==================== fifo_wr_arbiter
$ cat src/rtl/fifo_wr_arbiter.sv
// Round-robin write-port arbiter for syn_fifo.
// NUM_REQ producers share the FIFO write port. Each grant lasts up to MAX_BURST accepted beats.
// One dead (IDLE) cycle separates grants. Writes are gated by full, so the FIFO never sees an
// overflow write.
// Optional feature macro: FIFO_WR_ARB_PRIO_EN. When it is defined, requester 0 wins every
// arbitration it takes part in, and requesters 1..NUM_REQ-1 round-robin among themselves.
module fifo_wr_arbiter #(
  parameter int unsigned NUM_REQ    = 4,
  parameter int unsigned DATA_WIDTH = 8,
  parameter int unsigned MAX_BURST  = 4,
  parameter int unsigned ID_WIDTH   = $clog2(NUM_REQ)
) (
  input  logic                          clk,
  input  logic                          rst,
  input  logic [NUM_REQ-1:0]            req_valid,
  input  logic [NUM_REQ*DATA_WIDTH-1:0] req_data,
  output logic [NUM_REQ-1:0]            req_ready,
  input  logic                          full,
  output logic                          wr_en,
  output logic [DATA_WIDTH-1:0]         w_data,
  output logic                          gnt_active,
  output logic [ID_WIDTH-1:0]           gnt_id
);

  localparam int unsigned         CntWidth = $clog2(MAX_BURST) + 1;
  localparam logic [CntWidth-1:0] LastBeat = CntWidth'(MAX_BURST - 1);
  localparam logic [ID_WIDTH-1:0] LastId   = ID_WIDTH'(NUM_REQ - 1);

  // Reject unsupported configurations at elaboration time.
  if (NUM_REQ < 2 || NUM_REQ > 8) begin : g_bad_num_req
    $error("fifo_wr_arbiter: NUM_REQ must be in 2..8");
  end
  if (MAX_BURST < 1) begin : g_bad_max_burst
    $error("fifo_wr_arbiter: MAX_BURST must be >= 1");
  end

  typedef enum logic {
    StIdle,
    StBurst
  } state_e;

  state_e              state_q, state_d;
  logic [CntWidth-1:0] beat_cnt_q, beat_cnt_d;
  logic [ID_WIDTH-1:0] gnt_id_q, gnt_id_d;

  logic [DATA_WIDTH-1:0] req_slice [NUM_REQ];
  logic [NUM_REQ-1:0]    req_mask;
  logic [ID_WIDTH-1:0]   rr_base;
  logic [ID_WIDTH-1:0]   rr_winner;
  logic                  rr_found;
  logic [ID_WIDTH-1:0]   winner;
  logic                  any_req;
  logic                  xfer;
  int unsigned           cand;

  // Unpack the producer data bus into one word per requester.
  for (genvar g = 0; g < NUM_REQ; g++) begin : g_slice
    assign req_slice[g] = req_data[g*DATA_WIDTH +: DATA_WIDTH];
  end

  // Round-robin search: the first set bit of req_mask, scanning upward from rr_base+1 and wrapping.
  // The scan covers rr_base itself last, so a lone requester can be re-granted.
  always_comb begin
    rr_found  = 1'b0;
    rr_winner = rr_base;
    cand      = 0;
    for (int unsigned off = 1; off <= NUM_REQ; off++) begin
      cand = (32'(rr_base) + off) % NUM_REQ;
      if (!rr_found && req_mask[ID_WIDTH'(cand)]) begin
        rr_found  = 1'b1;
        rr_winner = ID_WIDTH'(cand);
      end
    end
  end

`ifdef FIFO_WR_ARB_PRIO_EN
  // Requester 0 bypasses the ring. The ring pointer tracks only grants to 1..NUM_REQ-1, so
  // frequent grants to requester 0 do not disturb fairness among the others.
  logic [ID_WIDTH-1:0] rr_ptr_q, rr_ptr_d;

  assign req_mask = {req_valid[NUM_REQ-1:1], 1'b0};
  assign rr_base  = rr_ptr_q;
  assign any_req  = req_valid[0] | rr_found;
  assign winner   = req_valid[0] ? '0 : rr_winner;

  // Advance the ring pointer only when a low-priority requester wins.
  always_comb begin
    rr_ptr_d = rr_ptr_q;
    if (state_q == StIdle && !req_valid[0] && rr_found) begin
      rr_ptr_d = rr_winner;
    end
  end

  // Ring pointer register; reset so that requester 1 leads the low-priority ring.
  always_ff @(posedge clk or posedge rst) begin
    if (rst) begin
      rr_ptr_q <= LastId;
    end else begin
      rr_ptr_q <= rr_ptr_d;
    end
  end
`else
  // Pure round-robin over all requesters, anchored on the most recent grantee.
  assign req_mask = req_valid;
  assign rr_base  = gnt_id_q;
  assign any_req  = rr_found;
  assign winner   = rr_winner;
`endif

  // Next-state and output logic. The write path is purely combinational, so a beat is written to
  // the FIFO on the same edge that the producer sees it accepted.
  always_comb begin
    state_d    = state_q;
    beat_cnt_d = beat_cnt_q;
    gnt_id_d   = gnt_id_q;
    req_ready  = '0;
    wr_en      = 1'b0;
    w_data     = '0;
    xfer       = 1'b0;

    unique case (state_q)
      StIdle: begin
        if (any_req) begin
          gnt_id_d   = winner;
          beat_cnt_d = '0;
          state_d    = StBurst;
        end
      end

      StBurst: begin
        req_ready[gnt_id_q] = ~full;
        xfer                = req_valid[gnt_id_q] & ~full;
        wr_en               = xfer;
        if (xfer) begin
          w_data = req_slice[gnt_id_q];
        end

        if (!req_valid[gnt_id_q]) begin
          // The grantee has run dry, so release the port early.
          state_d    = StIdle;
          beat_cnt_d = '0;
        end else if (xfer) begin
          if (beat_cnt_q == LastBeat) begin
            state_d    = StIdle;
            beat_cnt_d = '0;
          end else begin
            beat_cnt_d = beat_cnt_q + 1'b1;
          end
        end
        // A stall on full holds both the grant and the beat count.
      end

      default: begin
        state_d    = StIdle;
        beat_cnt_d = '0;
      end
    endcase
  end

  // State registers. Reset puts gnt_id on the last requester, so requester 0 wins first.
  always_ff @(posedge clk or posedge rst) begin
    if (rst) begin
      state_q    <= StIdle;
      beat_cnt_q <= '0;
      gnt_id_q   <= LastId;
    end else begin
      state_q    <= state_d;
      beat_cnt_q <= beat_cnt_d;
      gnt_id_q   <= gnt_id_d;
    end
  end

  assign gnt_active = (state_q == StBurst);
  assign gnt_id     = gnt_id_q;

endmodule

$ cat config.mk
export PLATFORM = sky130hd
export DESIGN_NAME = fifo_wr_arbiter
export DESIGN_NICKNAME = d
export VERILOG_FILES = /design/src/rtl/fifo_wr_arbiter.sv
export SDC_FILE = /design/constraint.sdc
export NUM_CORES = 1
export LEC_CHECK = 0
export CAP_MARGIN = 20
export CORE_UTILIZATION = 35
export DETAILED_ROUTE_END_ITERATION = 8
export GPL_TIMING_DRIVEN = 0
export HOLD_SLACK_MARGIN = 0.1
export PLACE_DENSITY = 0.79
export REMOVE_ABC_BUFFERS = 1
export SLEW_MARGIN = 30
export SYNTH_ARGS = -nofsm -noshare
export SYNTH_HDL_FRONTEND = slang
export SYNTH_SLANG_ARGS = --single-unit
$ cat constraint.sdc
create_clock -name clk -period 3.35 [get_ports clk]
set_input_delay 0.67 -clock clk [delete_from_list [all_inputs] [get_ports clk]]
set_output_delay 0.67 -clock clk [all_outputs]
set_load 0.005 [all_outputs]
==================== traffic_phase_controller
### config.mk
export PLATFORM = sky130hd
export DESIGN_NAME = traffic_phase_controller
export DESIGN_NICKNAME = d
export VERILOG_FILES = /design/src/rtl/traffic_pkg.sv /design/src/rtl/tick_divider.sv /design/src/rtl/traffic_phase_controller.sv
export SDC_FILE = /design/constraint.sdc
export NUM_CORES = 1
export LEC_CHECK = 0
export ABC_AREA = 1
export ABC_CLOCK_PERIOD_IN_PS = 2380
export CORE_ASPECT_RATIO = 0.75
export CORE_UTILIZATION = 30
export DETAILED_ROUTE_END_ITERATION = 8
export PLACE_DENSITY = 0.59
export REMOVE_ABC_BUFFERS = 1
export SLEW_MARGIN = 40
export SYNTH_ARGS = -nofsm -noshare
export SYNTH_HDL_FRONTEND = slang
export SYNTH_HIERARCHICAL = 1
export SYNTH_SLANG_ARGS = --single-unit
### constraint.sdc
create_clock -name clk -period 2.38 [get_ports clk]
set_clock_uncertainty 0.05 [all_clocks]
set_input_delay 0.714 -clock clk [delete_from_list [all_inputs] [get_ports clk]]
set_output_delay 0.714 -clock clk [all_outputs]
set_load 0.1 [all_outputs]
### src/rtl/traffic_pkg.sv
// Shared types for the intersection sequencer: state encoding, per-phase lamp
// codes and the 7-segment digit table used by the board display logic.
package traffic_pkg;

  typedef enum logic [2:0] {
    ST_OFF,
    ST_INIT,
    ST_GREEN,
    ST_YELLOW,
    ST_CLEAR
  } state_t;

  // Lamp codes packed as {red, yellow, green}
  localparam logic [2:0] LAMP_R = 3'b100;
  localparam logic [2:0] LAMP_Y = 3'b010;
  localparam logic [2:0] LAMP_G = 3'b001;

  // Active-low segments ordered {g,f,e,d,c,b,a}
  function automatic logic [6:0] seg7_digit(input logic [3:0] digit);
    logic [6:0] seg;
    case (digit)
      4'd0:    seg = 7'b1000000;
      4'd1:    seg = 7'b1111001;
      4'd2:    seg = 7'b0100100;
      4'd3:    seg = 7'b0110000;
      4'd4:    seg = 7'b0011001;
      4'd5:    seg = 7'b0010010;
      4'd6:    seg = 7'b0000010;
      4'd7:    seg = 7'b1111000;
      4'd8:    seg = 7'b0000000;
      4'd9:    seg = 7'b0010000;
      default: seg = 7'b0111111;
    endcase
    return seg;
  endfunction

endpackage

### src/rtl/tick_divider.sv
// Free-running clock divider producing a one-cycle tick every TICK_CYCLES
// cycles while run is high; clear restarts the count from zero.
module tick_divider #(
  parameter int TICK_CYCLES = 100_000_000
) (
  input  logic clk,
  input  logic reset_n,
  input  logic run,
  input  logic clear,
  output logic tick
);

  localparam int DW = (TICK_CYCLES > 1) ? $clog2(TICK_CYCLES) : 1;
  localparam logic [DW-1:0] LAST = DW'(TICK_CYCLES - 1);

  logic [DW-1:0] count_reg;

  always_ff @(posedge clk or negedge reset_n) begin
    if (!reset_n) begin
      count_reg <= '0;
    end else if (clear) begin
      count_reg <= '0;
    end else if (run) begin
      count_reg <= (count_reg == LAST) ? '0 : count_reg + 1'b1;
    end
  end

  assign tick = run && (count_reg == LAST);

endmodule

### src/rtl/traffic_phase_controller.sv
// N-phase intersection sequencer: GREEN -> YELLOW -> CLEAR per phase, with
// pedestrian WALK service, demand-based phase skipping, pause and manual stepping.
module traffic_phase_controller
  import traffic_pkg::*;
#(
  parameter int NUM_PHASES  = 4,
  parameter int TICK_CYCLES = 100_000_000,
  parameter int GREEN_SECS  = 5,
  parameter int YELLOW_SECS = 1,
  parameter int CLEAR_SECS  = 1,
  parameter int WALK_SECS   = 3,
  parameter int SKIP_EN     = 1,
  parameter int CNT_W       = 4
) (
  input  logic                          clk,
  input  logic                          reset_n,
  input  logic                          enable,
  input  logic                          auto_mode,
  input  logic                          pause_pulse,
  input  logic                          step_pulse,
  input  logic [NUM_PHASES-1:0]         ped_req,
  input  logic [NUM_PHASES-1:0]         det_req,
  output logic [NUM_PHASES-1:0]         red,
  output logic [NUM_PHASES-1:0]         yellow,
  output logic [NUM_PHASES-1:0]         green,
  output logic [NUM_PHASES-1:0]         walk,
  output logic [$clog2(NUM_PHASES)-1:0] active_phase,
  output logic [CNT_W-1:0]              countdown,
  output logic                          count_valid
);

  localparam int PW = $clog2(NUM_PHASES);

  state_t                  state_reg;
  logic [PW-1:0]           phase_reg;
  logic [CNT_W-1:0]        countdown_reg;
  logic [CNT_W-1:0]        walk_cnt_reg;
  logic [NUM_PHASES-1:0]   ped_lat_reg;
  logic [NUM_PHASES-1:0]   ped_lat_next;
  logic [NUM_PHASES-1:0]   ped_clr;
  logic                    paused_reg;
  logic                    count_valid_reg;
  logic                    tick;
  logic                    run;
  logic                    advance;
  logic                    div_clear;
  logic                    green_entry;
  logic                    walk_start;
  logic [PW-1:0]           green_target;

  function automatic logic [PW-1:0] wrap_inc(input logic [PW-1:0] p);
    return (p == PW'(NUM_PHASES - 1)) ? '0 : p + 1'b1;
  endfunction

  // First phase after p (round-robin, may wrap back to p) with demand; else p+1
  function automatic logic [PW-1:0] next_phase(input logic [PW-1:0] p,
                                               input logic [NUM_PHASES-1:0] demand);
    logic [PW-1:0] q;
    logic [PW-1:0] pick;
    logic          found;
    pick  = wrap_inc(p);
    q     = p;
    found = 1'b0;
    if (SKIP_EN != 0) begin
      for (int i = 0; i < NUM_PHASES; i++) begin
        q = wrap_inc(q);
        if (!found && demand[q]) begin
          pick  = q;
          found = 1'b1;
        end
      end
    end
    return pick;
  endfunction

  assign run       = enable && auto_mode && !paused_reg && (state_reg != ST_OFF);
  assign advance   = enable && (state_reg != ST_OFF) &&
                     (auto_mode ? (tick && (countdown_reg == '0)) : step_pulse);
  assign div_clear = !enable || !auto_mode || (state_reg == ST_OFF) || advance;

  tick_divider #(
    .TICK_CYCLES(TICK_CYCLES)
  ) u_tick_divider (
    .clk    (clk),
    .reset_n(reset_n),
    .run    (run),
    .clear  (div_clear),
    .tick   (tick)
  );

  assign green_entry  = advance && ((state_reg == ST_INIT) || (state_reg == ST_CLEAR));
  assign green_target = (state_reg == ST_INIT) ? '0 : next_phase(phase_reg, det_req | ped_lat_reg);
  assign walk_start   = green_entry && ped_lat_reg[green_target];

  // A request arriving on the same cycle as its GREEN entry stays latched
  always_comb begin
    ped_clr = '0;
    if (green_entry) ped_clr[green_target] = 1'b1;
    ped_lat_next = (ped_lat_reg & ~ped_clr) | ped_req;
  end

  always_ff @(posedge clk or negedge reset_n) begin
    if (!reset_n) begin
      state_reg       <= ST_INIT;
      phase_reg       <= '0;
      countdown_reg   <= CNT_W'(CLEAR_SECS);
      walk_cnt_reg    <= '0;
      ped_lat_reg     <= '0;
      paused_reg      <= 1'b0;
      count_valid_reg <= 1'b0;
    end else begin
      ped_lat_reg     <= ped_lat_next;
      count_valid_reg <= enable && auto_mode;

      if (!enable || !auto_mode) paused_reg <= 1'b0;
      else if (pause_pulse)      paused_reg <= !paused_reg;

      if (!enable) begin
        state_reg     <= ST_OFF;
        phase_reg     <= '0;
        countdown_reg <= '0;
        walk_cnt_reg  <= '0;
      end else if (state_reg == ST_OFF) begin
        state_reg     <= ST_INIT;
        countdown_reg <= CNT_W'(CLEAR_SECS);
      end else if (advance) begin
        walk_cnt_reg <= '0;
        case (state_reg)
          ST_INIT, ST_CLEAR: begin
            state_reg     <= ST_GREEN;
            phase_reg     <= green_target;
            countdown_reg <= CNT_W'(GREEN_SECS);
            if (walk_start) walk_cnt_reg <= CNT_W'(WALK_SECS);
          end
          ST_GREEN: begin
            state_reg     <= ST_YELLOW;
            countdown_reg <= CNT_W'(YELLOW_SECS);
          end
          ST_YELLOW: begin
            state_reg     <= ST_CLEAR;
            countdown_reg <= CNT_W'(CLEAR_SECS);
          end
          default: state_reg <= ST_INIT;
        endcase
      end else if (tick) begin
        if (countdown_reg != '0) countdown_reg <= countdown_reg - 1'b1;
        if ((state_reg == ST_GREEN) && (walk_cnt_reg != '0)) walk_cnt_reg <= walk_cnt_reg - 1'b1;
      end
    end
  end

  genvar gi;
  generate
    for (gi = 0; gi < NUM_PHASES; gi++) begin : g_lamp
      logic       owned;
      logic [2:0] lamp;
      assign owned = (phase_reg == PW'(gi));
      always_comb begin
        lamp = LAMP_R;
        if (owned && (state_reg == ST_GREEN))       lamp = LAMP_G;
        else if (owned && (state_reg == ST_YELLOW)) lamp = LAMP_Y;
      end
      assign {red[gi], yellow[gi], green[gi]} = lamp;
      assign walk[gi] = owned && (state_reg == ST_GREEN) && (walk_cnt_reg != '0);
    end
  endgenerate

  assign active_phase = phase_reg;
  assign countdown    = countdown_reg;
  assign count_valid  = count_valid_reg;

endmodule
==================== alu_share_ctrl
[src/rtl/alu_share_ctrl.sv]
// Two-requester front end for a shared combinational ALU: round-robin grant,
// operand hold for a settle window, captured result on a response channel.
module alu_share_ctrl #(
    parameter int WIDTH  = 16,
    parameter int OPC_W  = 3,
    parameter int SETTLE = 1
) (
    input  logic             clk,
    input  logic             rst,
    input  logic             req0_valid,
    output logic             req0_ready,
    input  logic [WIDTH-1:0] req0_inp1,
    input  logic [WIDTH-1:0] req0_inp2,
    input  logic [OPC_W-1:0] req0_opc,
    input  logic             req1_valid,
    output logic             req1_ready,
    input  logic [WIDTH-1:0] req1_inp1,
    input  logic [WIDTH-1:0] req1_inp2,
    input  logic [OPC_W-1:0] req1_opc,
    output logic [WIDTH-1:0] alu_inp1,
    output logic [WIDTH-1:0] alu_inp2,
    output logic [OPC_W-1:0] alu_opc,
    input  logic [WIDTH-1:0] alu_out,
    input  logic             alu_overflow,
    output logic             rsp_valid,
    input  logic             rsp_ready,
    output logic             rsp_id,
    output logic [WIDTH-1:0] rsp_out,
    output logic             rsp_overflow,
    output logic             busy,
    output logic [15:0]      ops_done,
    output logic [7:0]       ovf_count
);

    localparam logic [1:0] S_IDLE = 2'd0;
    localparam logic [1:0] S_WAIT = 2'd1;
    localparam logic [1:0] S_RESP = 2'd2;
    localparam logic [3:0] CNT_INIT = 4'(SETTLE - 1);

    logic [1:0]       r_state;
    logic             r_last_grant;
    logic [3:0]       r_cnt;
    logic [WIDTH-1:0] r_alu_inp1;
    logic [WIDTH-1:0] r_alu_inp2;
    logic [OPC_W-1:0] r_alu_opc;
    logic             r_rsp_valid;
    logic             r_rsp_id;
    logic [WIDTH-1:0] r_rsp_out;
    logic             r_rsp_ovf;
    logic             r_busy;
    logic [15:0]      r_ops_done;
    logic [7:0]       r_ovf_count;

    logic             w_idle;
    logic             w_gnt0;
    logic             w_gnt1;
    logic             w_acc;
    logic [WIDTH-1:0] w_inp1;
    logic [WIDTH-1:0] w_inp2;
    logic [OPC_W-1:0] w_opc;

    // On a tie the requester that did not win last time gets the grant.
    assign w_idle = (r_state == S_IDLE) && !rst;
    assign w_gnt0 = w_idle && req0_valid && (!req1_valid || r_last_grant);
    assign w_gnt1 = w_idle && req1_valid && (!req0_valid || !r_last_grant);
    assign w_acc  = w_gnt0 || w_gnt1;

    assign w_inp1 = w_gnt1 ? req1_inp1 : req0_inp1;
    assign w_inp2 = w_gnt1 ? req1_inp2 : req0_inp2;
    assign w_opc  = w_gnt1 ? req1_opc  : req0_opc;

    always_ff @(posedge clk) begin
        if (rst) begin
            r_state      <= S_IDLE;
            r_last_grant <= 1'b1;
            r_cnt        <= '0;
            r_alu_inp1   <= '0;
            r_alu_inp2   <= '0;
            r_alu_opc    <= '0;
            r_rsp_valid  <= 1'b0;
            r_rsp_id     <= 1'b0;
            r_rsp_out    <= '0;
            r_rsp_ovf    <= 1'b0;
            r_busy       <= 1'b0;
            r_ops_done   <= '0;
            r_ovf_count  <= '0;
        end else begin
            case (r_state)
                S_IDLE: begin
                    if (w_acc) begin
                        r_alu_inp1   <= w_inp1;
                        r_alu_inp2   <= w_inp2;
                        r_alu_opc    <= w_opc;
                        r_rsp_id     <= w_gnt1;
                        r_last_grant <= w_gnt1;
                        r_cnt        <= CNT_INIT;
                        r_busy       <= 1'b1;
                        r_state      <= S_WAIT;
                    end
                end
                S_WAIT: begin
                    if (r_cnt == 4'd0) begin
                        r_rsp_out   <= alu_out;
                        r_rsp_ovf   <= alu_overflow;
                        r_rsp_valid <= 1'b1;
                        r_state     <= S_RESP;
                    end else begin
                        r_cnt <= r_cnt - 4'd1;
                    end
                end
                S_RESP: begin
                    if (rsp_ready) begin
                        r_rsp_valid <= 1'b0;
                        r_busy      <= 1'b0;
                        r_ops_done  <= r_ops_done + 16'd1;
                        if (r_rsp_ovf && (r_ovf_count != 8'hFF))
                            r_ovf_count <= r_ovf_count + 8'd1;
                        r_state <= S_IDLE;
                    end
                end
                default: r_state <= S_IDLE;
            endcase
        end
    end

    assign req0_ready   = w_gnt0;
    assign req1_ready   = w_gnt1;
    assign alu_inp1     = r_alu_inp1;
    assign alu_inp2     = r_alu_inp2;
    assign alu_opc      = r_alu_opc;
    assign rsp_valid    = r_rsp_valid;
    assign rsp_id       = r_rsp_id;
    assign rsp_out      = r_rsp_out;
    assign rsp_overflow = r_rsp_ovf;
    assign busy         = r_busy;
    assign ops_done     = r_ops_done;
    assign ovf_count    = r_ovf_count;

endmodule

[config.mk]
export PLATFORM = sky130hd
export DESIGN_NAME = alu_share_ctrl
export DESIGN_NICKNAME = d
export VERILOG_FILES = /design/src/rtl/alu_share_ctrl.sv
export SDC_FILE = /design/constraint.sdc
export NUM_CORES = 1
export LEC_CHECK = 0
export CAP_MARGIN = 20
export CORE_ASPECT_RATIO = 1.5
export CORE_MARGIN = 5
export CORE_UTILIZATION = 41
export DETAILED_ROUTE_END_ITERATION = 10
export GPL_ROUTABILITY_DRIVEN = 0
export PLACE_DENSITY = 0.8
export SETUP_SLACK_MARGIN = 0.5
export SYNTH_ARGS = -nofsm -noshare
export SYNTH_HDL_FRONTEND = slang
export SYNTH_SLANG_ARGS = --single-unit
[constraint.sdc]
create_clock -name clk -period 2.2 [get_ports clk]
set_input_delay 0.44 -clock clk [delete_from_list [all_inputs] [get_ports clk]]
set_output_delay 0.44 -clock clk [all_outputs]
set_load 0.01 [all_outputs]
==================== xoroshiro64s_step
File: config.mk
export PLATFORM = sky130hd
export DESIGN_NAME = xoroshiro64s_step
export DESIGN_NICKNAME = d
export VERILOG_FILES = /design/src/rtl/prng_xoroshiro64s_pkg.sv /design/src/rtl/xoroshiro64s_step.sv
export SDC_FILE = /design/constraint.sdc
export NUM_CORES = 1
export LEC_CHECK = 0
export CORE_MARGIN = 3
export CORE_UTILIZATION = 50
export DETAILED_ROUTE_END_ITERATION = 16
export PLACE_DENSITY = 0.74
export SETUP_SLACK_MARGIN = 0.5
export SLEW_MARGIN = 5
export SYNTH_ARGS = -nofsm -noshare
export SYNTH_HDL_FRONTEND = slang
export SYNTH_SLANG_ARGS = --single-unit
File: constraint.sdc
create_clock -name vclk -period 11.3
set_input_delay 1.13 -clock vclk [all_inputs]
set_output_delay 1.13 -clock vclk [all_outputs]
set_load 0.1 [all_outputs]
File: src/rtl/prng_xoroshiro64s_pkg.sv
// Shared constants, helpers and state encoding for the xoroshiro64* generator/checker pair.
package prng_xoroshiro64s_pkg;

  localparam int unsigned A = 26;
  localparam int unsigned B = 9;
  localparam int unsigned C = 13;

  localparam logic [31:0] MUL = 32'h9E37_79BB;

  // Multiplicative inverse mod 2^32 by Newton iteration; x=m is already
  // correct to 3 bits and each round doubles that, so five rounds is plenty.
  function automatic logic [31:0] mul_inv32(input logic [31:0] m);
    logic [31:0] x;
    x = m;
    for (int i = 0; i < 5; i++) x = x * (32'd2 - m * x);
    return x;
  endfunction

  localparam logic [31:0] MUL_INV = mul_inv32(MUL);

  function automatic logic [31:0] rotl32(input logic [31:0] v, input int unsigned n);
    return (v << n) | (v >> (32 - n));
  endfunction

  // Inverse of u ^ (u << B): the shifted terms telescope out beyond bit 31.
  function automatic logic [31:0] unxs32(input logic [31:0] t);
    return t ^ (t << B) ^ (t << (2 * B)) ^ (t << (3 * B));
  endfunction

  typedef enum logic [1:0] {HUNT, ACQ, LOCKED} state_e;

endpackage

File: src/rtl/xoroshiro64s_step.sv
// One combinational xoroshiro64* step plus the scrambled result of the new state.
module xoroshiro64s_step
  import prng_xoroshiro64s_pkg::*;
(
  input  logic [31:0] s0,
  input  logic [31:0] s1,
  output logic [31:0] n0,
  output logic [31:0] n1,
  output logic [31:0] result
);

  logic [31:0] x;

  // State advance followed by the output multiply (the long path of the checker)
  always_comb begin
    x      = s0 ^ s1;
    n0     = rotl32(s0, A) ^ x ^ (x << B);
    n1     = rotl32(x, C);
    result = n0 * MUL;
  end

endmodule

==================== tmds_encoder
==> src/rtl/tmds_encoder.sv <==
// TMDS 8b/10b encoder for one DVI colour channel.
// Stage 1 minimises transitions (XOR/XNOR chain into q_m); stage 2 applies
// DC balancing against a running disparity and emits the 10-bit symbol.
// Control periods emit one of four fixed codes and clear the disparity so
// every active line starts balanced.
module tmds_encoder (
    input  logic       clk,
    input  logic       rst,
    input  logic       de,
    input  logic [7:0] data,
    input  logic [1:0] ctrl,
    output logic [9:0] symbol,
    output logic       de_q
);

    // Stage 1 registers
    logic [8:0]        q_m_q, q_m_d;
    logic              de_s1_q;
    logic [1:0]        ctrl_s1_q;

    // Stage 2 registers
    logic [9:0]        symbol_q, symbol_d;
    logic              de_s2_q;
    logic signed [4:0] cnt_q, cnt_d;

    // Stage 1 helpers
    logic [3:0]        n1_data;
    logic              use_xnor;

    // Stage 2 helpers
    logic [3:0]        n1_qm;
    logic [3:0]        n0_qm;
    logic signed [4:0] qm_diff;   // N1q - N0q, counts zero-extended (8 must stay +8)

    // Stage 1: pick XOR or XNOR chaining to minimise transitions in q_m
    always_comb begin
        n1_data = 4'd0;
        for (int i = 0; i < 8; i++) begin
            n1_data = n1_data + {3'b000, data[i]};
        end
        use_xnor = (n1_data > 4'd4) || ((n1_data == 4'd4) && !data[0]);
        q_m_d    = 9'd0;
        q_m_d[0] = data[0];
        for (int i = 1; i < 8; i++) begin
            q_m_d[i] = use_xnor ? ~(q_m_d[i-1] ^ data[i]) : (q_m_d[i-1] ^ data[i]);
        end
        q_m_d[8] = ~use_xnor;
    end

    // Stage 1 pipeline registers
    always_ff @(posedge clk or posedge rst) begin
        if (rst) begin
            q_m_q     <= 9'd0;
            de_s1_q   <= 1'b0;
            ctrl_s1_q <= 2'b00;
        end else begin
            q_m_q     <= q_m_d;
            de_s1_q   <= de;
            ctrl_s1_q <= ctrl;
        end
    end

    // Stage 2 helpers: ones/zeros balance of the intermediate byte
    always_comb begin
        n1_qm = 4'd0;
        for (int i = 0; i < 8; i++) begin
            n1_qm = n1_qm + {3'b000, q_m_q[i]};
        end
        n0_qm   = 4'd8 - n1_qm;
        qm_diff = $signed({1'b0, n1_qm}) - $signed({1'b0, n0_qm});
    end

    // Stage 2: DC balancing decision and disparity update
    always_comb begin
        symbol_d = 10'h354;
        cnt_d    = cnt_q;
        if (!de_s1_q) begin
            case (ctrl_s1_q)
                2'b00:   symbol_d = 10'h354;
                2'b01:   symbol_d = 10'h0AB;
                2'b10:   symbol_d = 10'h154;
                default: symbol_d = 10'h2AB;
            endcase
            cnt_d = 5'sd0;
        end else if ((cnt_q == 5'sd0) || (n1_qm == n0_qm)) begin
            symbol_d = {~q_m_q[8], q_m_q[8], q_m_q[8] ? q_m_q[7:0] : ~q_m_q[7:0]};
            cnt_d    = q_m_q[8] ? (cnt_q + qm_diff) : (cnt_q - qm_diff);
        end else if ((!cnt_q[4] && (n1_qm > n0_qm)) || (cnt_q[4] && (n0_qm > n1_qm))) begin
            // cnt_q is nonzero here, so a clear sign bit means strictly positive
            symbol_d = {1'b1, q_m_q[8], ~q_m_q[7:0]};
            cnt_d    = cnt_q + (q_m_q[8] ? 5'sd2 : 5'sd0) - qm_diff;
        end else begin
            symbol_d = {1'b0, q_m_q[8], q_m_q[7:0]};
            cnt_d    = cnt_q - (q_m_q[8] ? 5'sd0 : 5'sd2) + qm_diff;
        end
    end

    // Stage 2 output and disparity registers
    always_ff @(posedge clk or posedge rst) begin
        if (rst) begin
            symbol_q <= 10'h354;
            de_s2_q  <= 1'b0;
            cnt_q    <= 5'sd0;
        end else begin
            symbol_q <= symbol_d;
            de_s2_q  <= de_s1_q;
            cnt_q    <= cnt_d;
        end
    end

    assign symbol = symbol_q;
    assign de_q   = de_s2_q;

endmodule
==> config.mk <==
export PLATFORM = sky130hd
export DESIGN_NAME = tmds_encoder
export DESIGN_NICKNAME = d
export VERILOG_FILES = /design/src/rtl/tmds_encoder.sv
export SDC_FILE = /design/constraint.sdc
export NUM_CORES = 1
export LEC_CHECK = 0
export CAP_MARGIN = 0
export CORE_ASPECT_RATIO = 0.6
export CORE_MARGIN = 3
export CORE_UTILIZATION = 39
export DETAILED_ROUTE_END_ITERATION = 7
export SETUP_SLACK_MARGIN = 0.4
export SYNTH_ARGS = -nofsm -noshare
export SYNTH_HDL_FRONTEND = slang
export SYNTH_SLANG_ARGS = --single-unit
==> constraint.sdc <==
create_clock -name clk -period 9.26 [get_ports clk]
set_input_delay 1.852 -clock clk [delete_from_list [all_inputs] [get_ports clk]]
set_output_delay 1.852 -clock clk [all_outputs]
set_load 0.01 [all_outputs]
xoroshiro64s_step/layers.png
Scale: 2 px per um.
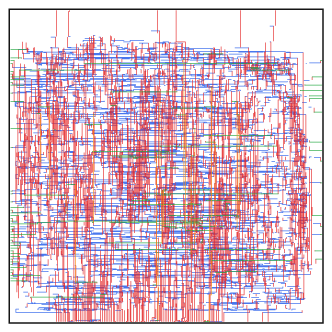
M2 -> red  # wire length 15800 um
M4 -> orange  # wire length 867 um
M1 -> blue  # wire length 13600 um
M3 -> green  # wire length 1330 um
WL/cell: 19.6 um
Post-Route WL: 31700 um
Via Count: 8081
GRT Util Overall: 0.274

==> summary.txt, xoroshiro64s_step <==
flow finished, numbers: status complete, no violations, fin worst setup slack around 760 ps, FMAX approximately 95 MHz, YS chip area 11300 um^2, cycle use final 0.933, worst setup path endpoint result[31], tool warnings 37, Hold Startpoint s1[27], syn_area_per_cell 9.79 um^2, registers 0, Total Nets Final between 1.5k and 2k, met2 WL 15800 um, MUX area fraction 0, dominant kind of cell logic gates, yosys adder share 0.632, clk cell area share 0, Final GP Congestion 0.958, Synth top area share 0.426, uppermost layer routed met4, Slew @ Worst Pin between 1000 and 1500 ps, slowest CP cell xnor2_1, area grow syn2layout 23.8%, WP data arrival approximately 9400 ps, dpl cell area 13800 um^2, post_cts resized 0, AO/OA Area Share 0.0501, yosys xor share 0.150, DRT iter0 DRCs between 300 and 400, Well Taps 280, Yosys Instances between 1k and 1.5k, critical path class input pin to output port, Main logic family adder cells, Port Buf Inserts 160, die area between 20000 and 25000 um^2, final core occ 0.634
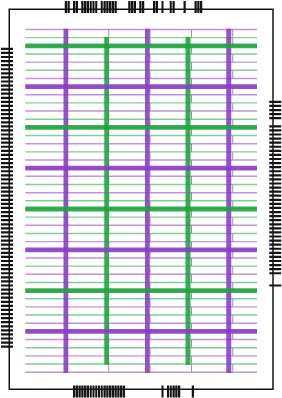
alu_share_ctrl/floorplan.png
Scale: 3 px per um. Pins as bars on the die edge. Tap cells in gray.
VDD -> green
VSS -> purple
met5 straps = 8
met1 rails = 43

==> summary.txt, alu_share_ctrl <==
flow finished, numbers: Yosys Instances approximately 450, Simple Share, Synth 0.276, antenna violations before repair 0, most frequent cell after synthesis nand2_1, area grow syn2layout 63.1%, WHS Endpoint rsp_out[7], Seq/Total Area, Yosys 0.467, status complete, no violations, critical path class flip-flop to output port, ANT cells 0, Design Area, Final between 6000 and 7000 um^2, registers 86, max capacitance violation total 0, R2R setup slack approximately 460 ps, H-tree levels 3, syn_area_per_cell ~8.2 um^2, vias in the first global route roughly 3.9k, WL/cell about 15 um, Critical path buffers and inverters 3, crit-path max cell delay around 330 ps, number of non-clock inverters 7, Fillers around 700, Top Layout Cells 118 x clkdlybuf4s50_1, 111 x nand2_1, 77 x dfxtp_1, endpoint type of the worst setup path output port, final core occ 0.681, CTS tree built, Max Slew Vio Count 0, crit path from r_state[0], Core ar. 8830 um^2, Signal buf overhead 0.320
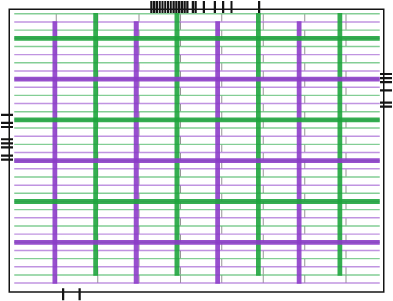
traffic_phase_controller/floorplan.png
Scale: 3 px per um. Pins as bars on the die edge. Tap cells in gray.
VDD -> green
VSS -> purple
signal pins = 37
met4 straps = 8

==> summary.txt, traffic_phase_controller <==
flow finished, numbers: failing checks negative setup slack, ys flop type dfrtp_1, DRT iter0 DRCs roughly 270, Worst Hold Slack 303 ps, worst setup path endpoint u_tick_divider/count_reg[26], Die X roughly 120 um, FF-to-FF End u_tick_divider/count_reg[26], Non-clock buffers 157, dpl cell area 4710 um^2, antenna violations before repair 0, Data required, critical path roughly 2600 ps, ys flops between 40 and 50, DP Worst Slack -970 ps, Setup-failing EPs final 21, Commonest cells post-synth 141 x nand2_1, 80 x nor2_1, 58 x inv_1, RSZ-0062 raised after global routing true, slowest CP cell dfrtp_1, Hold Path Class input pin to asynchronous set/reset pin, # rows 33, Clock transition at path regs around 70 ps, first-pass GRT wire length roughly 17000 um, Main logic family simple AND/OR/NAND/NOR gates, CP Cell Sequence inv_2 -> buf_4 -> buf_4 -> buf_4 -> buf_4 -> buf_4 -> buf_4 -> buf_4 -> buf_4 -> buf_4 -> nand2_2 -> nor2_1 -> nand2_1 -> nor2_4 -> nand2_4 -> nand2_4 -> nand2_8 -> buf_6 -> nand2_2 -> nor2_2, CTS Hold Bufs 0, fin worst setup slack -115 ps, cycle use final 1.05, Well Taps between 100 and 150, status finished, violations left, fin cells around 800, GR Overflow Total 0, cell type with the largest total area dfrtp_1
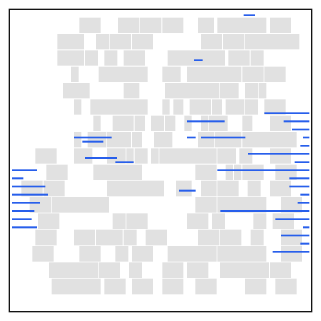
fifo_wr_arbiter/m3.png
Scale: 6 px per um.
longest straight run = 15.0 um
wire length on this layer = 152 um
nets with wire on the layer = 33
share of all routed wire = 6.8%
Post-Route WL: 2250 um
met3 usage: 0.0212

==> summary.txt, fifo_wr_arbiter <==
flow finished, numbers: combinational share of cell area 0.438, AO/OA Area Share 0.102, Non-clock buffers ~54, endpoint type of the worst setup path output port, Port Buf Inserts 54, final core occ 0.630, DR WL met3 between 150 and 200 um, Largest register FFs 3, clk cell area share 0.0163, cells on worst reg2reg path 6, DIE HEIGHT roughly 50 um, R2R setup slack 770 ps, post_cts resized 0, Design Area, Final roughly 1400 um^2, vias per std cell 5.39, Simple Share, Synth 0.191, Slew HR 0.667, status complete, no violations, slowest CP cell dfstp_2, Hold Path Class flip-flop to flip-flop, mi-comb count ~57
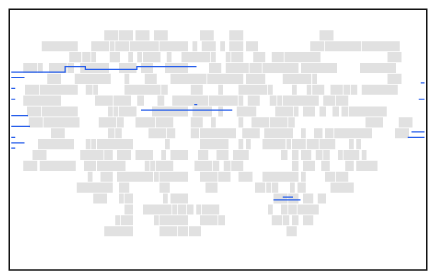
tmds_encoder/m3.png
Scale: 4 px per um.
main direction = horizontal
share of all routed wire = 2.3%
longest straight run = 22.5 um

==> summary.txt, tmds_encoder <==
flow finished, numbers: layout cells sized above 1 0.0950, Non-clock buffers 23, r2r startpoint q_m_q[0], critical path class flip-flop to flip-flop, Commonest cells post-synth 41 x inv_1, 24 x ha_1, 23 x dfrtp_1, Post-DRT Antenna Nets 0, M1 wire length between 2000 and 3000 um, clock buf count 4, Final Hold Violation Tally 0, tool warnings 34, number of non-clock inverters 42, most frequent logic cell in the layout inv_1, ANT cells 0, MUX area fraction 0.0323, FF-to-FF End cnt_q[4], Post-DP HPWL around 3700 um, Cell variety after synth 41, mi-comb count 145, Synth Warn # 0, fin cells between 300 and 400, slowest CP cell fa_1, worst-path maximum fanout 8, Worst Hold Slack 498 ps, instance count on the critical path 20, cycle use final 0.625, cells after synthesis ~220, Via Count 1452, Port Buf Inserts 23, Placed Cells around 320, Post-Route WL 4530 um, asr flop ratio synth 1.00, Signal buf overhead 0.0877, GR Overflow Total 0, status complete, no violations

==================== block_puncturer
block_puncturer/layers.png
Scale: 8 px per um.
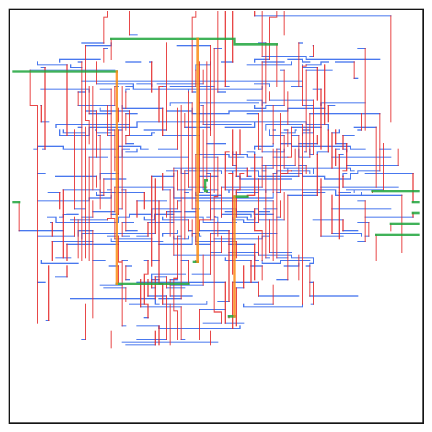

==> src/rtl/block_puncturer.sv <==
// block_puncturer: drops interleaver pad cells and reframes the surviving codeword
module block_puncturer #(
    parameter int NUMBER_OF_LINES   = 3,
    parameter int NUMBER_OF_COLUMNS = 4,
    parameter int PAD               = 2,
    parameter int WORD_LENGTH       = 3
) (
    input  logic                   clk,
    input  logic                   rst,
    input  logic                   i_valid,
    input  logic                   i_start_cw,
    input  logic                   i_end_cw,
    input  logic [WORD_LENGTH-1:0] i_data,
    output logic                   o_consume,
    input  logic                   i_consume,
    output logic                   o_valid,
    output logic                   o_start_cw,
    output logic                   o_end_cw,
    output logic [WORD_LENGTH-1:0] o_data,
    output logic                   o_error
);
    localparam int D  = NUMBER_OF_LINES;
    localparam int M  = NUMBER_OF_COLUMNS;
    localparam int N  = D * M;
    localparam int CW = $clog2(N);
    localparam int RW = D > 1 ? $clog2(D) : 1;
    localparam logic [1:0] IDLE  = 2'd0;
    localparam logic [1:0] RUN   = 2'd1;
    localparam logic [1:0] DRAIN = 2'd2;
    logic [1:0]    state;
    logic [RW-1:0] row;
    logic [CW-1:0] col, out_cnt, k;
    logic          pad, last, hold, xfer, err;
    // index decode, handshake and framing-error detection
    always_comb begin
        k         = col * CW'(D) + CW'(row);
        pad       = row == RW'(D - 1) && col >= CW'(M - PAD);
        last      = k == CW'(N - 1);
        hold      = o_valid && !i_consume;
        o_consume = i_valid && state != DRAIN && (pad || !hold);
        xfer      = o_consume;
        err       = state == IDLE ? i_valid && (!i_start_cw || i_end_cw)
                  : state == RUN  ? xfer && (i_start_cw || i_end_cw != last)
                  : i_valid;
    end
    // counters, state and the one-deep output register
    always_ff @(posedge clk) begin
        if (rst || err) begin
            state      <= IDLE;
            row        <= '0;
            col        <= '0;
            out_cnt    <= '0;
            o_valid    <= 1'b0;
            o_start_cw <= 1'b0;
            o_end_cw   <= 1'b0;
            o_data     <= '0;
            o_error    <= err && !rst;
        end else begin
            o_error <= 1'b0;
            if (o_valid && i_consume) begin
                o_valid    <= 1'b0;
                o_start_cw <= 1'b0;
                o_end_cw   <= 1'b0;
            end
            if (xfer && !pad) begin
                o_valid    <= 1'b1;
                o_data     <= i_data;
                o_start_cw <= k == '0;
                o_end_cw   <= out_cnt == CW'(N - PAD - 1);
                out_cnt    <= out_cnt + 1'b1;
            end
            if (xfer) begin
                if (last) begin
                    row     <= '0;
                    col     <= '0;
                    out_cnt <= '0;
                    state   <= (!pad || hold) ? DRAIN : IDLE;
                end else begin
                    row   <= row == RW'(D - 1) ? '0 : row + 1'b1;
                    col   <= row == RW'(D - 1) ? col + 1'b1 : col;
                    state <= RUN;
                end
            end else if (state == DRAIN && i_consume) begin
                state <= IDLE;
            end
        end
    end
endmodule

==> config.mk <==
export PLATFORM = sky130hd
export DESIGN_NAME = block_puncturer
export DESIGN_NICKNAME = d
export VERILOG_FILES = /design/src/rtl/block_puncturer.sv
export SDC_FILE = /design/constraint.sdc
export NUM_CORES = 1
export LEC_CHECK = 0
export ABC_CLOCK_PERIOD_IN_PS = 3800
export CORE_MARGIN = 2
export CORE_UTILIZATION = 53
export DETAILED_ROUTE_END_ITERATION = 7
export GPL_ROUTABILITY_DRIVEN = 0
export PLACE_DENSITY = 0.87
export REMOVE_ABC_BUFFERS = 1
export SLEW_MARGIN = 20
export SYNTH_ARGS = -nofsm -noshare
export SYNTH_HDL_FRONTEND = slang
export SYNTH_SLANG_ARGS = --single-unit
==> constraint.sdc <==
create_clock -name clk -period 3.8 [get_ports clk]
set_clock_uncertainty 0.05 [all_clocks]
set_input_delay 0.57 -clock clk [delete_from_list [all_inputs] [get_ports clk]]
set_output_delay 0.57 -clock clk [all_outputs]
set_load 0.03 [all_outputs]
==================== systolic_drain
`src/rtl/systolic_drain.sv`:
```
// Result drain: snapshots the NxN result matrix on a rising edge of i_done and streams it out one row per handshake.
// Optional sticky overrun flag for done edges dropped mid-stream: define SYSTOLIC_DRAIN_OVERRUN_EN.
module systolic_drain #(
  parameter  int W  = 32,
  parameter  int N  = 3,
  localparam int RW = $clog2(N)
) (
  input  logic             i_clk,
  input  logic             i_rst_n,
  input  logic             i_done,
  input  logic [W*N*N-1:0] i_C,
  output logic             o_valid,
  input  logic             i_ready,
  output logic [W*N-1:0]   o_data,
  output logic [RW-1:0]    o_row,
  output logic             o_last,
  output logic             o_busy
`ifdef SYSTOLIC_DRAIN_OVERRUN_EN
  ,
  input  logic             i_overrun_clr,
  output logic             o_overrun
`endif
);

  typedef enum logic {S_IDLE = 1'b0, S_STREAM = 1'b1} state_t;

  localparam logic [RW-1:0] LAST_ROW = RW'(N - 1);

  state_t                      r_state, w_state_d;
  logic                        r_done_q;
  logic [N-1:0][W*N-1:0]       r_buf;
  logic                        r_valid;
  logic [W*N-1:0]              r_data;
  logic [RW-1:0]               r_row;
  logic                        r_last;
  logic                        w_rise, w_hs, w_final, w_cap;
  logic [RW-1:0]               w_row_d;
  logic [W*N-1:0]              w_data_d;

  assign w_rise  = i_done & ~r_done_q;
  assign w_hs    = r_valid & i_ready;
  assign w_final = w_hs & (r_row == LAST_ROW);
  // A new matrix is only taken when idle or exactly as the last row leaves.
  assign w_cap   = w_rise & ((r_state == S_IDLE) | w_final);

  always_comb begin
    w_state_d = r_state;
    w_row_d   = r_row;
    w_data_d  = '0;
    case (r_state)
      S_IDLE: begin
        if (w_cap) begin
          w_state_d = S_STREAM;
          w_row_d   = '0;
        end
      end
      S_STREAM: begin
        if (w_cap) begin
          w_row_d = '0;
        end else if (w_final) begin
          w_state_d = S_IDLE;
          w_row_d   = '0;
        end else if (w_hs) begin
          w_row_d = r_row + 1'b1;
        end
      end
      default: begin
        w_state_d = S_IDLE;
        w_row_d   = '0;
      end
    endcase
    // Row 0 of a fresh capture comes straight from i_C since the buffer loads on the same edge.
    if (w_cap)
      w_data_d = i_C[W*N-1:0];
    else if (w_state_d == S_STREAM)
      w_data_d = r_buf[w_row_d];
  end

  always_ff @(posedge i_clk or negedge i_rst_n) begin
    if (!i_rst_n) begin
      r_state  <= S_IDLE;
      r_done_q <= 1'b0;
      r_buf    <= '0;
      r_valid  <= 1'b0;
      r_data   <= '0;
      r_row    <= '0;
      r_last   <= 1'b0;
    end else begin
      r_state  <= w_state_d;
      r_done_q <= i_done;
      r_valid  <= (w_state_d == S_STREAM);
      r_data   <= w_data_d;
      r_row    <= w_row_d;
      r_last   <= (w_state_d == S_STREAM) && (w_row_d == LAST_ROW);
      if (w_cap)
        r_buf <= i_C;
    end
  end

  assign o_valid = r_valid;
  assign o_data  = r_data;
  assign o_row   = r_row;
  assign o_last  = r_last;
  assign o_busy  = (r_state == S_STREAM);

`ifdef SYSTOLIC_DRAIN_OVERRUN_EN
  logic r_overrun;

  // Set has priority over clear so a simultaneous drop is never lost.
  always_ff @(posedge i_clk or negedge i_rst_n) begin
    if (!i_rst_n)
      r_overrun <= 1'b0;
    else if (w_rise && (r_state == S_STREAM) && !w_final)
      r_overrun <= 1'b1;
    else if (i_overrun_clr)
      r_overrun <= 1'b0;
  end

  assign o_overrun = r_overrun;
`endif

endmodule

```
`config.mk`:
```
export PLATFORM = sky130hd
export DESIGN_NAME = systolic_drain
export DESIGN_NICKNAME = d
export VERILOG_FILES = /design/src/rtl/systolic_drain.sv
export SDC_FILE = /design/constraint.sdc
export NUM_CORES = 1
export LEC_CHECK = 0
export CORE_UTILIZATION = 50
export CTS_CLUSTER_DIAMETER = 40
export DETAILED_ROUTE_END_ITERATION = 7
export HOLD_SLACK_MARGIN = 0.05
export PLACE_DENSITY = 0.81
export SKIP_LAST_GASP = 1
export SYNTH_ARGS = -nofsm -noshare
export SYNTH_HDL_FRONTEND = slang
export SYNTH_SLANG_ARGS = --single-unit
```
`constraint.sdc`:
```
create_clock -name i_clk -period 4.7 [get_ports i_clk]
set_clock_uncertainty 0.15 [all_clocks]
set_input_delay 0.47 -clock i_clk [delete_from_list [all_inputs] [get_ports i_clk]]
set_output_delay 0.47 -clock i_clk [all_outputs]
set_load 0.03 [all_outputs]
```

==> screenshots <==
Clock routing.
(a)
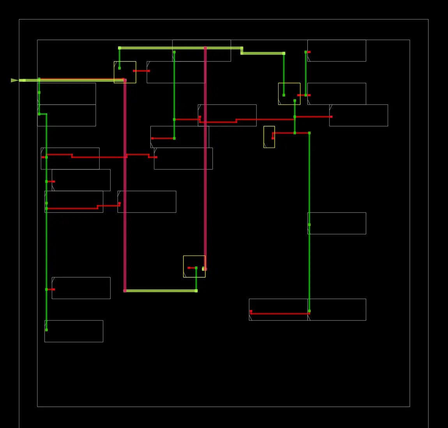
(b)
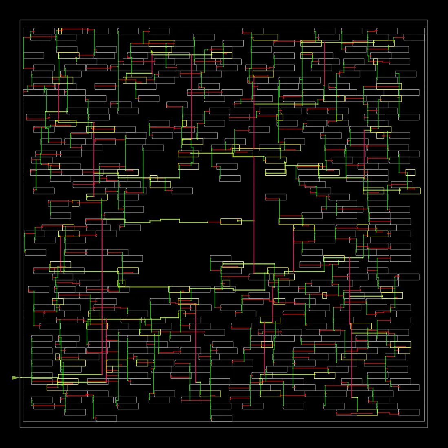
block_puncturer -> (a)
systolic_drain -> (b)
Of these, most sequential cells: (b)

block_puncturer/m2.png
Scale: 6 px per um.
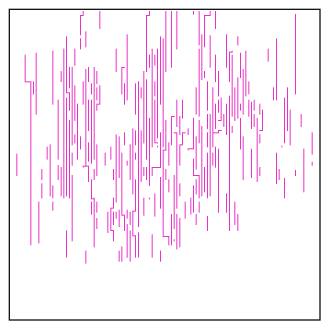
nets with wire on the layer = 142
wire length on this layer = 1170 um
share of all routed wire = 49%
met2 global-route usage: 0.346
Post-Route WL: 2400 um
Via Count: 982

Notes on block_puncturer/layers.png above:
M1 -> blue  # wire length 1100 um
M4 -> orange  # wire length 69.4 um
M3 -> green  # wire length 64.1 um
M2 -> red  # wire length 1170 um
WL/cell: 14.0 um
GRT Util Overall: 0.217

==> summary.txt, block_puncturer <==
flow finished, numbers: Seq/Total Area, Yosys 0.317, vias per std cell ~5.7, MUX area fraction 0.00835, Design Area, Final approximately 1400 um^2, DIE HEIGHT 51.6 um, Commonest cells post-synth 19 x dfxtp_1, 17 x nand2_1, 8 x ha_1, Top Layout Cells 19 x dfxtp_1, 17 x nand2_1, 16 x clkdlybuf4s50_1, crit path from col[0], WHS Endpoint o_data[1], sequential cell area 380 um^2, CP top delay family buffers and inverters, Placed Cells about 170, Setup-failing EPs final 0, 1st-pass router iterations 4, FP Util 0.552, endpoint type of the worst setup path output port, ANT cells 0, # rows 17, Signal buf overhead 0.122, Critical path buffers and inverters 3, YS chip area 1200 um^2, CP Launch Type flip-flop, syn_area_per_cell around 9.4 um^2, cells on worst reg2reg path 9, dpl cell area around 1400 um^2, H-tree levels 1, CTS tree built, met2 WL ~1200 um, maximum root-to-sink buffer count 2, combinational fraction of design power 0.181, internal power between 0.2 and 0.3 mW, Synth Warn # 0, ys flops 19, DP Worst Slack 481 ps, dominant power group registers, most used cell, CP inv_1, Overall Power ~0.39 mW, Clock transition at path regs approximately 100 ps, post_cts resized 0, post-CTS setup buffer count 0, yosys adder share 0.117, Main logic family simple AND/OR/NAND/NOR gates, TNS Setup 0 ps, status complete, no violations, min Tclk post-route 3440 ps
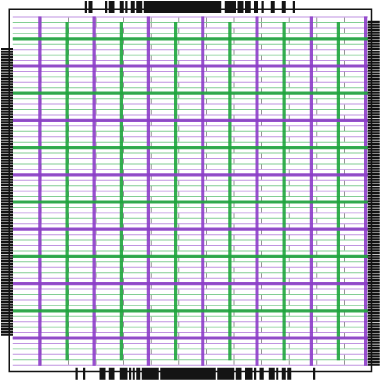
systolic_drain/floorplan.png
Scale: 2 px per um. Pins as bars on the die edge. Tap cells in gray.
VSS -> purple
VDD -> green
rows = 64
tap cells = 396
DIE HEIGHT: 180 um
Die X: 180 um
maximum VDD drop: 595 uV
Core ar.: 30900 um^2

==> summary.txt, systolic_drain <==
flow finished, numbers: status complete, no violations, Worst Hold Slack ~270 ps, FMAX between 300 and 400 MHz, antenna violations before repair 5, Final GP Congestion around 0.83, fin cells between 1.5k and 2k, internal power 10.0 mW, Cell variety after synth 24, CP Cell Sequence inv_1 -> ha_1 -> nor2_1 -> a31o_4 -> buf_12 -> a32oi_1 -> o21ai_1, vias per std cell 5.71, instance count on the critical path 7, TNS Setup 0 ps, Yosys Instances 1074, worst setup path endpoint o_data[86], Placed Cells 1792, Signal buf overhead 0.191, switching power between 4 and 5 mW, Nets at Floorplan ~1.4k, met2 WL slightly below 20000 um, endpoint type of the worst setup path flip-flop, Commonest cells post-synth 389 x dfrtp_1, 288 x mux2_2, 98 x mux2i_1, dominant kind of cell sequential cells, GR peak layer met2, P per Cell Area between 600 and 700 nW/um^2, FF-to-FF End o_data[86]


==> screenshots <==
Floorplan with the power grid.
picture 1
Scale: 8 px per um. Pins as bars on the die edge. Tap cells in gray.
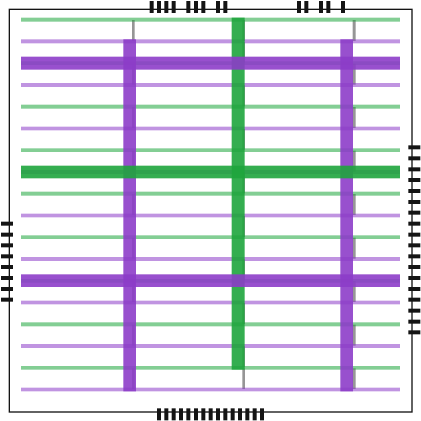
picture 2
Scale: 8 px per um. Pins as bars on the die edge. Tap cells in gray.
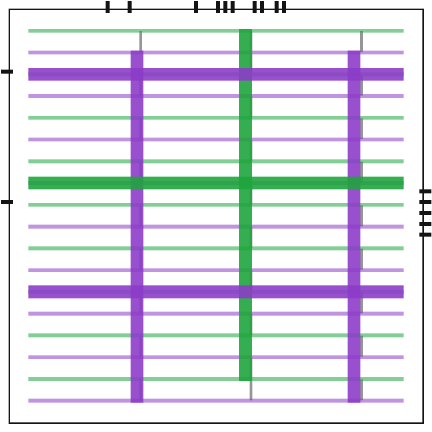
picture 3
Scale: 2 px per um. Pins as bars on the die edge. Tap cells in gray.
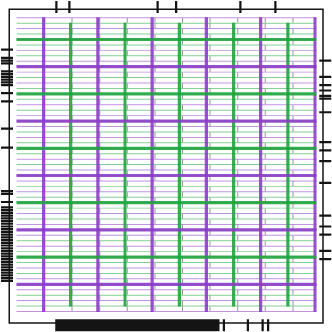
picture 4
Scale: 4 px per um. Pins as bars on the die edge. Tap cells in gray.
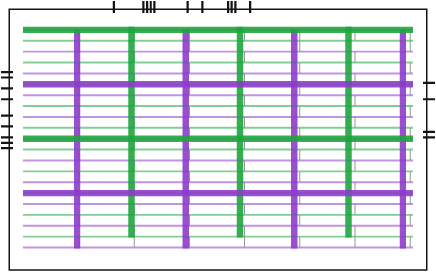
picture 3 -> xoroshiro64s_step
picture 2 -> block_puncturer
picture 4 -> tmds_encoder
picture 1 -> fifo_wr_arbiter
- largest die: picture 3
- fewest pins: picture 2

Power is estimated from default activity; no workload was simulated.
